######## design 1 ########
**Design 1: register map, names as in the netlist**

Other sequential cells in the stronger grey, the rest of the logic in the fainter grey.
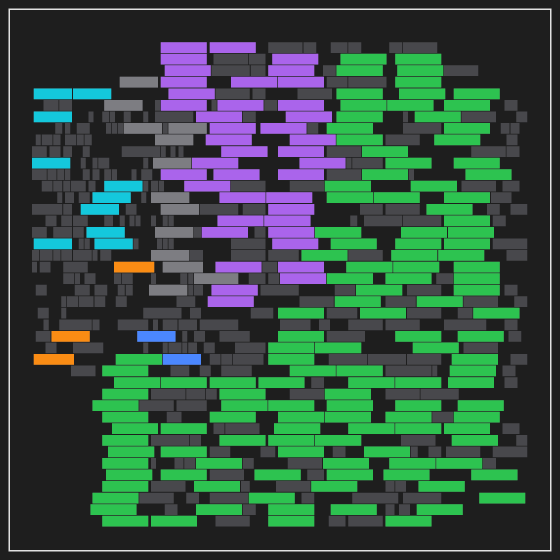
File: src/rtl/instruction_fetch_queue.sv
// Instruction fetch unit: sequential PC generator, single outstanding memory
// read, and a small FIFO of fetched (pc, instr) pairs that feeds IF/ID.
module instruction_fetch_queue #(
  parameter int                  PC_WIDTH    = 10,
  parameter int                  INSTR_WIDTH = 32,
  parameter int                  QDEPTH      = 4,
  parameter logic [PC_WIDTH-1:0] RESET_PC    = '0
) (
  input  logic                     clock,
  input  logic                     reset_n,
  input  logic                     fetch_en,
  input  logic                     redirect_valid,
  input  logic [PC_WIDTH-1:0]      redirect_pc,
  output logic                     imem_req,
  output logic [PC_WIDTH-1:0]      imem_addr,
  input  logic [INSTR_WIDTH-1:0]   imem_rdata,
  output logic                     out_valid,
  input  logic                     out_ready,
  output logic [INSTR_WIDTH-1:0]   out_instr,
  output logic [PC_WIDTH-1:0]      out_pc,
  output logic [$clog2(QDEPTH):0]  q_count
);

  localparam int AW = $clog2(QDEPTH);
  localparam int CW = AW + 1;
  localparam logic [CW:0]   DEPTH_C = (CW+1)'(QDEPTH);
  localparam logic [CW-1:0] FULL_C  = CW'(QDEPTH);

  logic [PC_WIDTH-1:0]    fetch_pc_q, fetch_pc_d;
  logic [PC_WIDTH-1:0]    infl_pc_q, infl_pc_d;
  logic                   inflight_q, inflight_d;
  logic [AW-1:0]          rd_ptr_q, rd_ptr_d;
  logic [AW-1:0]          wr_ptr_q, wr_ptr_d;
  logic [CW-1:0]          count_q, count_d;
  logic [INSTR_WIDTH-1:0] instr_mem [QDEPTH];
  logic [PC_WIDTH-1:0]    pc_mem    [QDEPTH];

  logic        issue;
  logic        push;
  logic        pop;
  logic [CW:0] credit_used;

  // Credits count the in-flight read as occupied, so a response always has a slot.
  assign credit_used = {1'b0, count_q} + {{CW{1'b0}}, inflight_q};
  assign issue       = reset_n && fetch_en && !redirect_valid && (credit_used < DEPTH_C);
  assign push        = inflight_q && !redirect_valid;
  assign out_valid   = (count_q != '0) && !redirect_valid;
  assign pop         = out_valid && out_ready;

  assign imem_req  = issue;
  assign imem_addr = fetch_pc_q;
  assign q_count   = count_q;
  assign out_instr = (count_q != '0) ? instr_mem[rd_ptr_q] : '0;
  assign out_pc    = (count_q != '0) ? pc_mem[rd_ptr_q]    : '0;

  always_comb begin
    fetch_pc_d = fetch_pc_q;
    infl_pc_d  = infl_pc_q;
    inflight_d = 1'b0;
    rd_ptr_d   = rd_ptr_q;
    wr_ptr_d   = wr_ptr_q;
    count_d    = count_q;
    if (redirect_valid) begin
      fetch_pc_d = redirect_pc;
      rd_ptr_d   = '0;
      wr_ptr_d   = '0;
      count_d    = '0;
    end else begin
      inflight_d = issue;
      if (issue) begin
        infl_pc_d  = fetch_pc_q;
        fetch_pc_d = fetch_pc_q + PC_WIDTH'(1);
      end
      if (push) wr_ptr_d = wr_ptr_q + AW'(1);
      if (pop)  rd_ptr_d = rd_ptr_q + AW'(1);
      case ({push, pop})
        2'b10:   count_d = count_q + CW'(1);
        2'b01:   count_d = count_q - CW'(1);
        default: count_d = count_q;
      endcase
    end
  end

  always_ff @(posedge clock or negedge reset_n) begin
    if (!reset_n) begin
      fetch_pc_q <= RESET_PC;
      infl_pc_q  <= '0;
      inflight_q <= 1'b0;
      rd_ptr_q   <= '0;
      wr_ptr_q   <= '0;
      count_q    <= '0;
    end else begin
      fetch_pc_q <= fetch_pc_d;
      infl_pc_q  <= infl_pc_d;
      inflight_q <= inflight_d;
      rd_ptr_q   <= rd_ptr_d;
      wr_ptr_q   <= wr_ptr_d;
      count_q    <= count_d;
    end
  end

  // Storage needs no reset: entries are only visible while count_q says so.
  always_ff @(posedge clock) begin
    if (push) begin
      instr_mem[wr_ptr_q] <= imem_rdata;
      pc_mem[wr_ptr_q]    <= infl_pc_q;
    end
  end

  a_no_overflow : assert property (@(posedge clock) disable iff (!reset_n)
    !(push && (count_q == FULL_C)));

endmodule

File: config.mk
export PLATFORM = sky130hd
export DESIGN_NAME = instruction_fetch_queue
export DESIGN_NICKNAME = d
export VERILOG_FILES = /design/src/rtl/instruction_fetch_queue.sv
export SDC_FILE = /design/constraint.sdc
export NUM_CORES = 1
export LEC_CHECK = 0
export CAP_MARGIN = 20
export CORE_MARGIN = 5
export CORE_UTILIZATION = 57
export DETAILED_ROUTE_END_ITERATION = 16
export DONT_BUFFER_PORTS = 1
export PLACE_DENSITY = 0.75
export SKIP_LAST_GASP = 1
export SYNTH_ARGS = -nofsm -noshare
export SYNTH_HDL_FRONTEND = slang
export SYNTH_SLANG_ARGS = --single-unit
File: constraint.sdc
create_clock -name clock -period 2.2 [get_ports clock]
set_input_delay 0.44 -clock clock [delete_from_list [all_inputs] [get_ports clock]]
set_output_delay 0.44 -clock clock [all_outputs]
set_load 0.03 [all_outputs]
==> flow_summary.yaml <==
# implementation run metrics
run_status:
  violations: "setup timing"
  outcome: "finished, violations left"
finish:
  fin_cells: 658
  reg.largest.list: "instr_mem (128), pc_mem (40)"
  regMostFlops: "instr_mem"
  non_clock_buffer_count: 53
  drive_gt1_share_pct: 35.06
  clk_share_pct: 5.955
drt:
  drt_iter0_drc: 311
  ant_nets: 0
synthesis:
  yosys.area_share.adder_pct: 1.055
  top_area_share_pct: 64.46
  synth.area.top_cells: "edfxtp_1 (64%), mux4_2 (12%), dfrtp_1 (9.0%), and2b_1 (2.6%), nand2_1 (1.4%)"
  synth_area_mm2: 0.007826
  synthesis.nets: 470
  netlist_instances: 417
final_timing:
  finalHoldViolCount: 0
  finalClockPeriodUsage_pct: 109.6
  setup_violations: 42
  slew_violations: 0
  final.setup.worst_slack_ps: -211.5
  rsz0062_at_grt: "yes"
  worst_pin_slew_ps: 463.0
power_and_ir_drop:
  comb_power_mw: 3.22
  p_total_mw: 10.57
  p_switching_mw: 3.148
hold_path:
  hold_depth: 1
  holdCritStartpoint: "redirect_valid"
cts:
  cts_made_buffers: 17
worst_setup_path:
  timing.rr.end: "q_count[2]"
  critPathSlowestCell: "dfrtp_4"
run:
  maxCapViolations: 0
die:
  ios: 104
  core_area_mm2: 0.01335
global_route:
  grtUsageMet3_pct: 5.634
About 'register map, names as in the netlist' of design 1:
colour	signal	placed flops
blue	`wr_ptr_q`	2
purple	`pc_mem`	40
green	`instr_mem`	128
cyan	`imem_addr`	10
orange	`q_count`	3
Core Util, Final: 69.26%
P_seq: 4.45 mW
register area: 0.005753 mm2
fraction of area in registers: 62.23%


######## design 2 ########
**Design 2: clock wires, drivers and flops**

The bar under the picture is 20 um long.
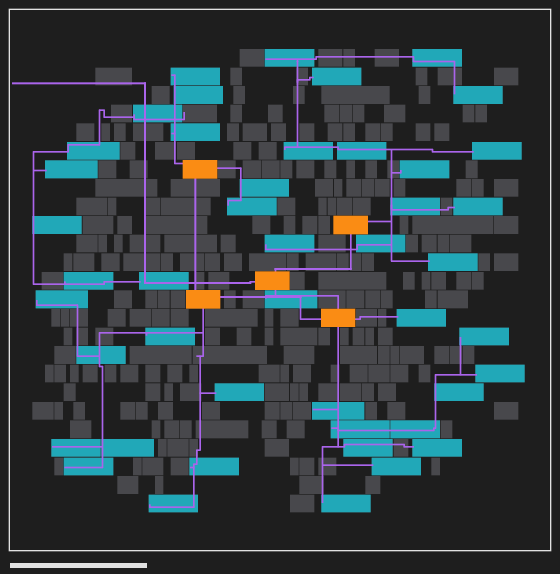
**Design 2: gate families picked out**

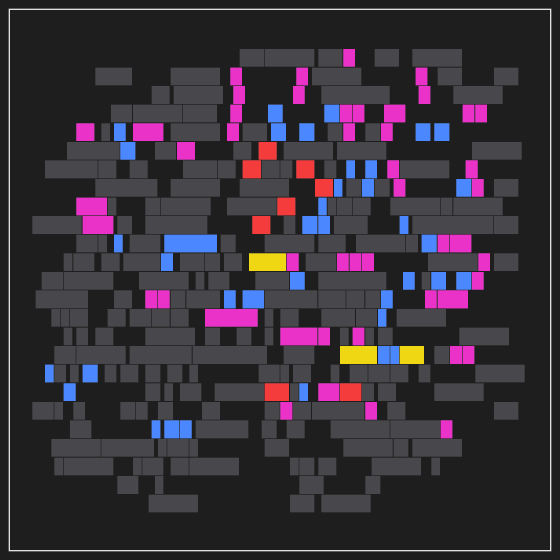
**src/rtl/uart_rx.sv**
```systemverilog
// uart_rx: 8N1 UART receiver; define UART_RX_PARITY_EN to expect an even-parity bit before the stop bit.
module uart_rx #(
    parameter int CLK_PER_BIT = 87
) (
    input  logic       clk,
    input  logic       rst,
    input  logic       rx,
    output logic [7:0] rx_data,
    output logic       rx_valid,
    output logic       rx_frame_err,
    output logic       rx_busy
);
    typedef enum logic [2:0] {IDLE, START, DATA, PARITY, STOP, WAIT_HIGH} state_t;

    localparam logic [15:0] LAST = 16'(CLK_PER_BIT - 1);
    localparam logic [15:0] HALF = 16'((CLK_PER_BIT - 1) / 2);
`ifdef UART_RX_PARITY_EN
    localparam state_t AFTER_DATA = PARITY;
`else
    localparam state_t AFTER_DATA = STOP;
`endif

    state_t      state, state_next;
    logic        rx_meta, rx_sync, armed;
    logic [1:0]  flush;
    logic [15:0] clk_count;
    logic [2:0]  bit_index;
    logic [7:0]  shift;
    logic        parity_err, bit_done, half_done, valid_next, err_next;

    assign bit_done  = clk_count == LAST;
    assign half_done = clk_count == HALF;

    // armed blocks a false start when reset releases into a line that is still low mid-frame
    always_ff @(posedge clk)
        if (rst) begin
            rx_meta <= 1'b1;
            rx_sync <= 1'b1;
            flush   <= 2'b00;
            armed   <= 1'b0;
        end else begin
            rx_meta <= rx;
            rx_sync <= rx_meta;
            flush   <= {flush[0], 1'b1};
            armed   <= armed | (flush[1] & rx_sync);
        end

    always_ff @(posedge clk)
        if (rst) state <= IDLE;
        else     state <= state_next;

    always_comb begin
        state_next = state;
        case (state)
            IDLE:      if (armed && !rx_sync) state_next = START;
            START:     if (half_done) state_next = rx_sync ? IDLE : DATA;
            DATA:      if (bit_done && bit_index == 3'd7) state_next = AFTER_DATA;
            PARITY:    if (bit_done) state_next = STOP;
            STOP:      if (bit_done) state_next = rx_sync ? IDLE : WAIT_HIGH;
            WAIT_HIGH: if (rx_sync) state_next = IDLE;
            default:   state_next = IDLE;
        endcase
    end

    always_ff @(posedge clk)
        if (rst) begin
            clk_count <= '0;
            bit_index <= '0;
            shift     <= '0;
        end else begin
            clk_count <= (state == IDLE || state_next != state || bit_done) ? '0 : clk_count + 16'd1;
            if (state == DATA && bit_done) begin
                shift[bit_index] <= rx_sync;
                bit_index        <= bit_index + 3'd1;
            end
        end

`ifdef UART_RX_PARITY_EN
    always_ff @(posedge clk)
        if (rst)                            parity_err <= 1'b0;
        else if (state == PARITY && bit_done) parity_err <= rx_sync != ^shift;
`else
    assign parity_err = 1'b0;
`endif

    always_comb begin
        rx_busy    = state != IDLE;
        valid_next = state == STOP && bit_done && rx_sync && !parity_err;
        err_next   = state == STOP && bit_done && (!rx_sync || parity_err);
    end

    always_ff @(posedge clk)
        if (rst) begin
            rx_data      <= 8'h00;
            rx_valid     <= 1'b0;
            rx_frame_err <= 1'b0;
        end else begin
            rx_valid     <= valid_next;
            rx_frame_err <= err_next;
            if (valid_next) rx_data <= shift;
        end
endmodule

```
**config.mk**
```make
export PLATFORM = sky130hd
export DESIGN_NAME = uart_rx
export DESIGN_NICKNAME = d
export VERILOG_FILES = /design/src/rtl/uart_rx.sv
export SDC_FILE = /design/constraint.sdc
export NUM_CORES = 1
export LEC_CHECK = 0
export CAP_MARGIN = 30
export CORE_MARGIN = 3
export CORE_UTILIZATION = 40
export DETAILED_ROUTE_END_ITERATION = 10
export HOLD_SLACK_MARGIN = 0.02
export SLEW_MARGIN = 20
export SYNTH_ARGS = -nofsm -noshare
export SYNTH_HDL_FRONTEND = slang
export SYNTH_SLANG_ARGS = --single-unit
```
**constraint.sdc**
```tcl
create_clock -name clk -period 1.75 [get_ports clk]
set_input_delay 0.35 -clock clk [delete_from_list [all_inputs] [get_ports clk]]
set_output_delay 0.35 -clock clk [all_outputs]
set_load 0.02 [all_outputs]
```
==> flow_summary.yaml <==
# implementation run metrics
synthesis:
  netlist_instances: 249
  logic_family: "simple AND/OR/NAND/NOR gates"
  synth.area.top_cells: "dfxtp_1 (42%), a21oi_1 (4.9%), xnor2_1 (4.5%), nand4_1 (4.4%), o21ai_0 (4.0%)"
  yosys.area_share.adder_pct: 2.342
  yosys-top-cells-count: "dfxtp_1 (45), a21oi_1 (21), nor2_1 (19), o21ai_0 (17), nand4_1 (15)"
final_timing:
  slew_violations: 0
  finalHoldViolCount: 0
  finalClockPeriodUsage_pct: 98.01
  rsz0062_at_grt: "yes"
power_and_ir_drop:
  comb_power_mw: 0.0439
  switching_share_pct: 20.10
  power-top-group: "registers"
  p_switching_mw: 0.3808
global_route:
  use_met1_pct: 21.15
cts:
  htreeDepth: 2
run_status:
  outcome: "finished, final reports clean"
run:
  tool_warnings: 28
worst_setup_path:
  cp_slowest_stage_delay_ps: 380
finish:
  final_cell_mix: "dfxtp_1 (38), buf_4 (26), nor2_1 (19), a21oi_1 (19), o21ai_0 (16)"
drt:
  wl_per_cell_um: 14.72
Notes on 'clock wires, drivers and flops' of design 2 above:
[cyan] flip-flops | count: 45
[orange] clock-net drivers | count: 5
[purple] clock wires | length: 588 um
routed clock nets	6
flops lie	all over the die
Late-Pin Clk Latency: 290 ps
clk pwr: 0.817 mW
Clock Skews: 9.070 ps

Notes on 'gate families picked out' of design 2 above:
colour	family	cells	most used
magenta	aoi and oai cells	47	a21oi_1
yellow	mux cells	3	mux2_4
red	non-inverting ao/oa cells	8	o21a_1
blue	nand cells	38	nand4_1
top logic cell by instance count in the layout: dfxtp_1
Comb area share: 42.79%
post-route insts no fill: 355



==> gallery <==
Sizing map.
(a)
The bar under the picture is 20 um long.
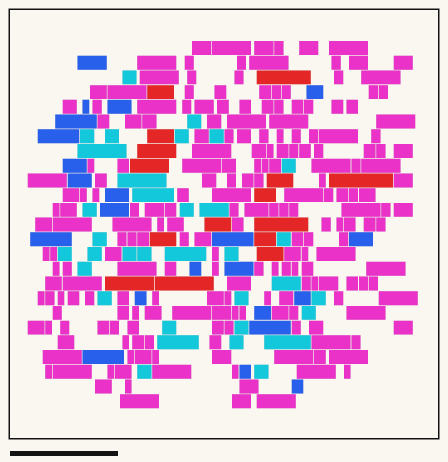
(b)
The bar under the picture is 50 um long.
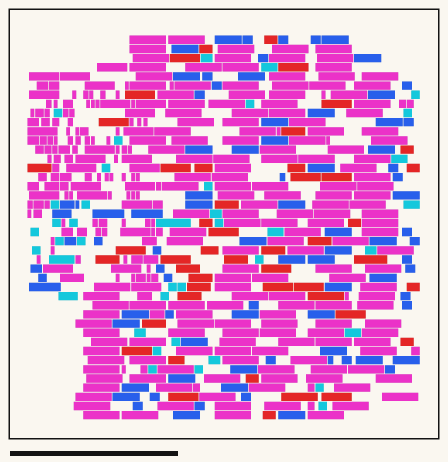
(b) is design 1.
(a) is design 2.
The one with the largest die is (b).
The one with the most cells is (b).

Key to (a):
colour	size	cells
red	x6 and larger	15
cyan	x3 and x4	34
magenta	x1 and smaller	217
blue	x2	22

Power and IR drop assume default switching activity.
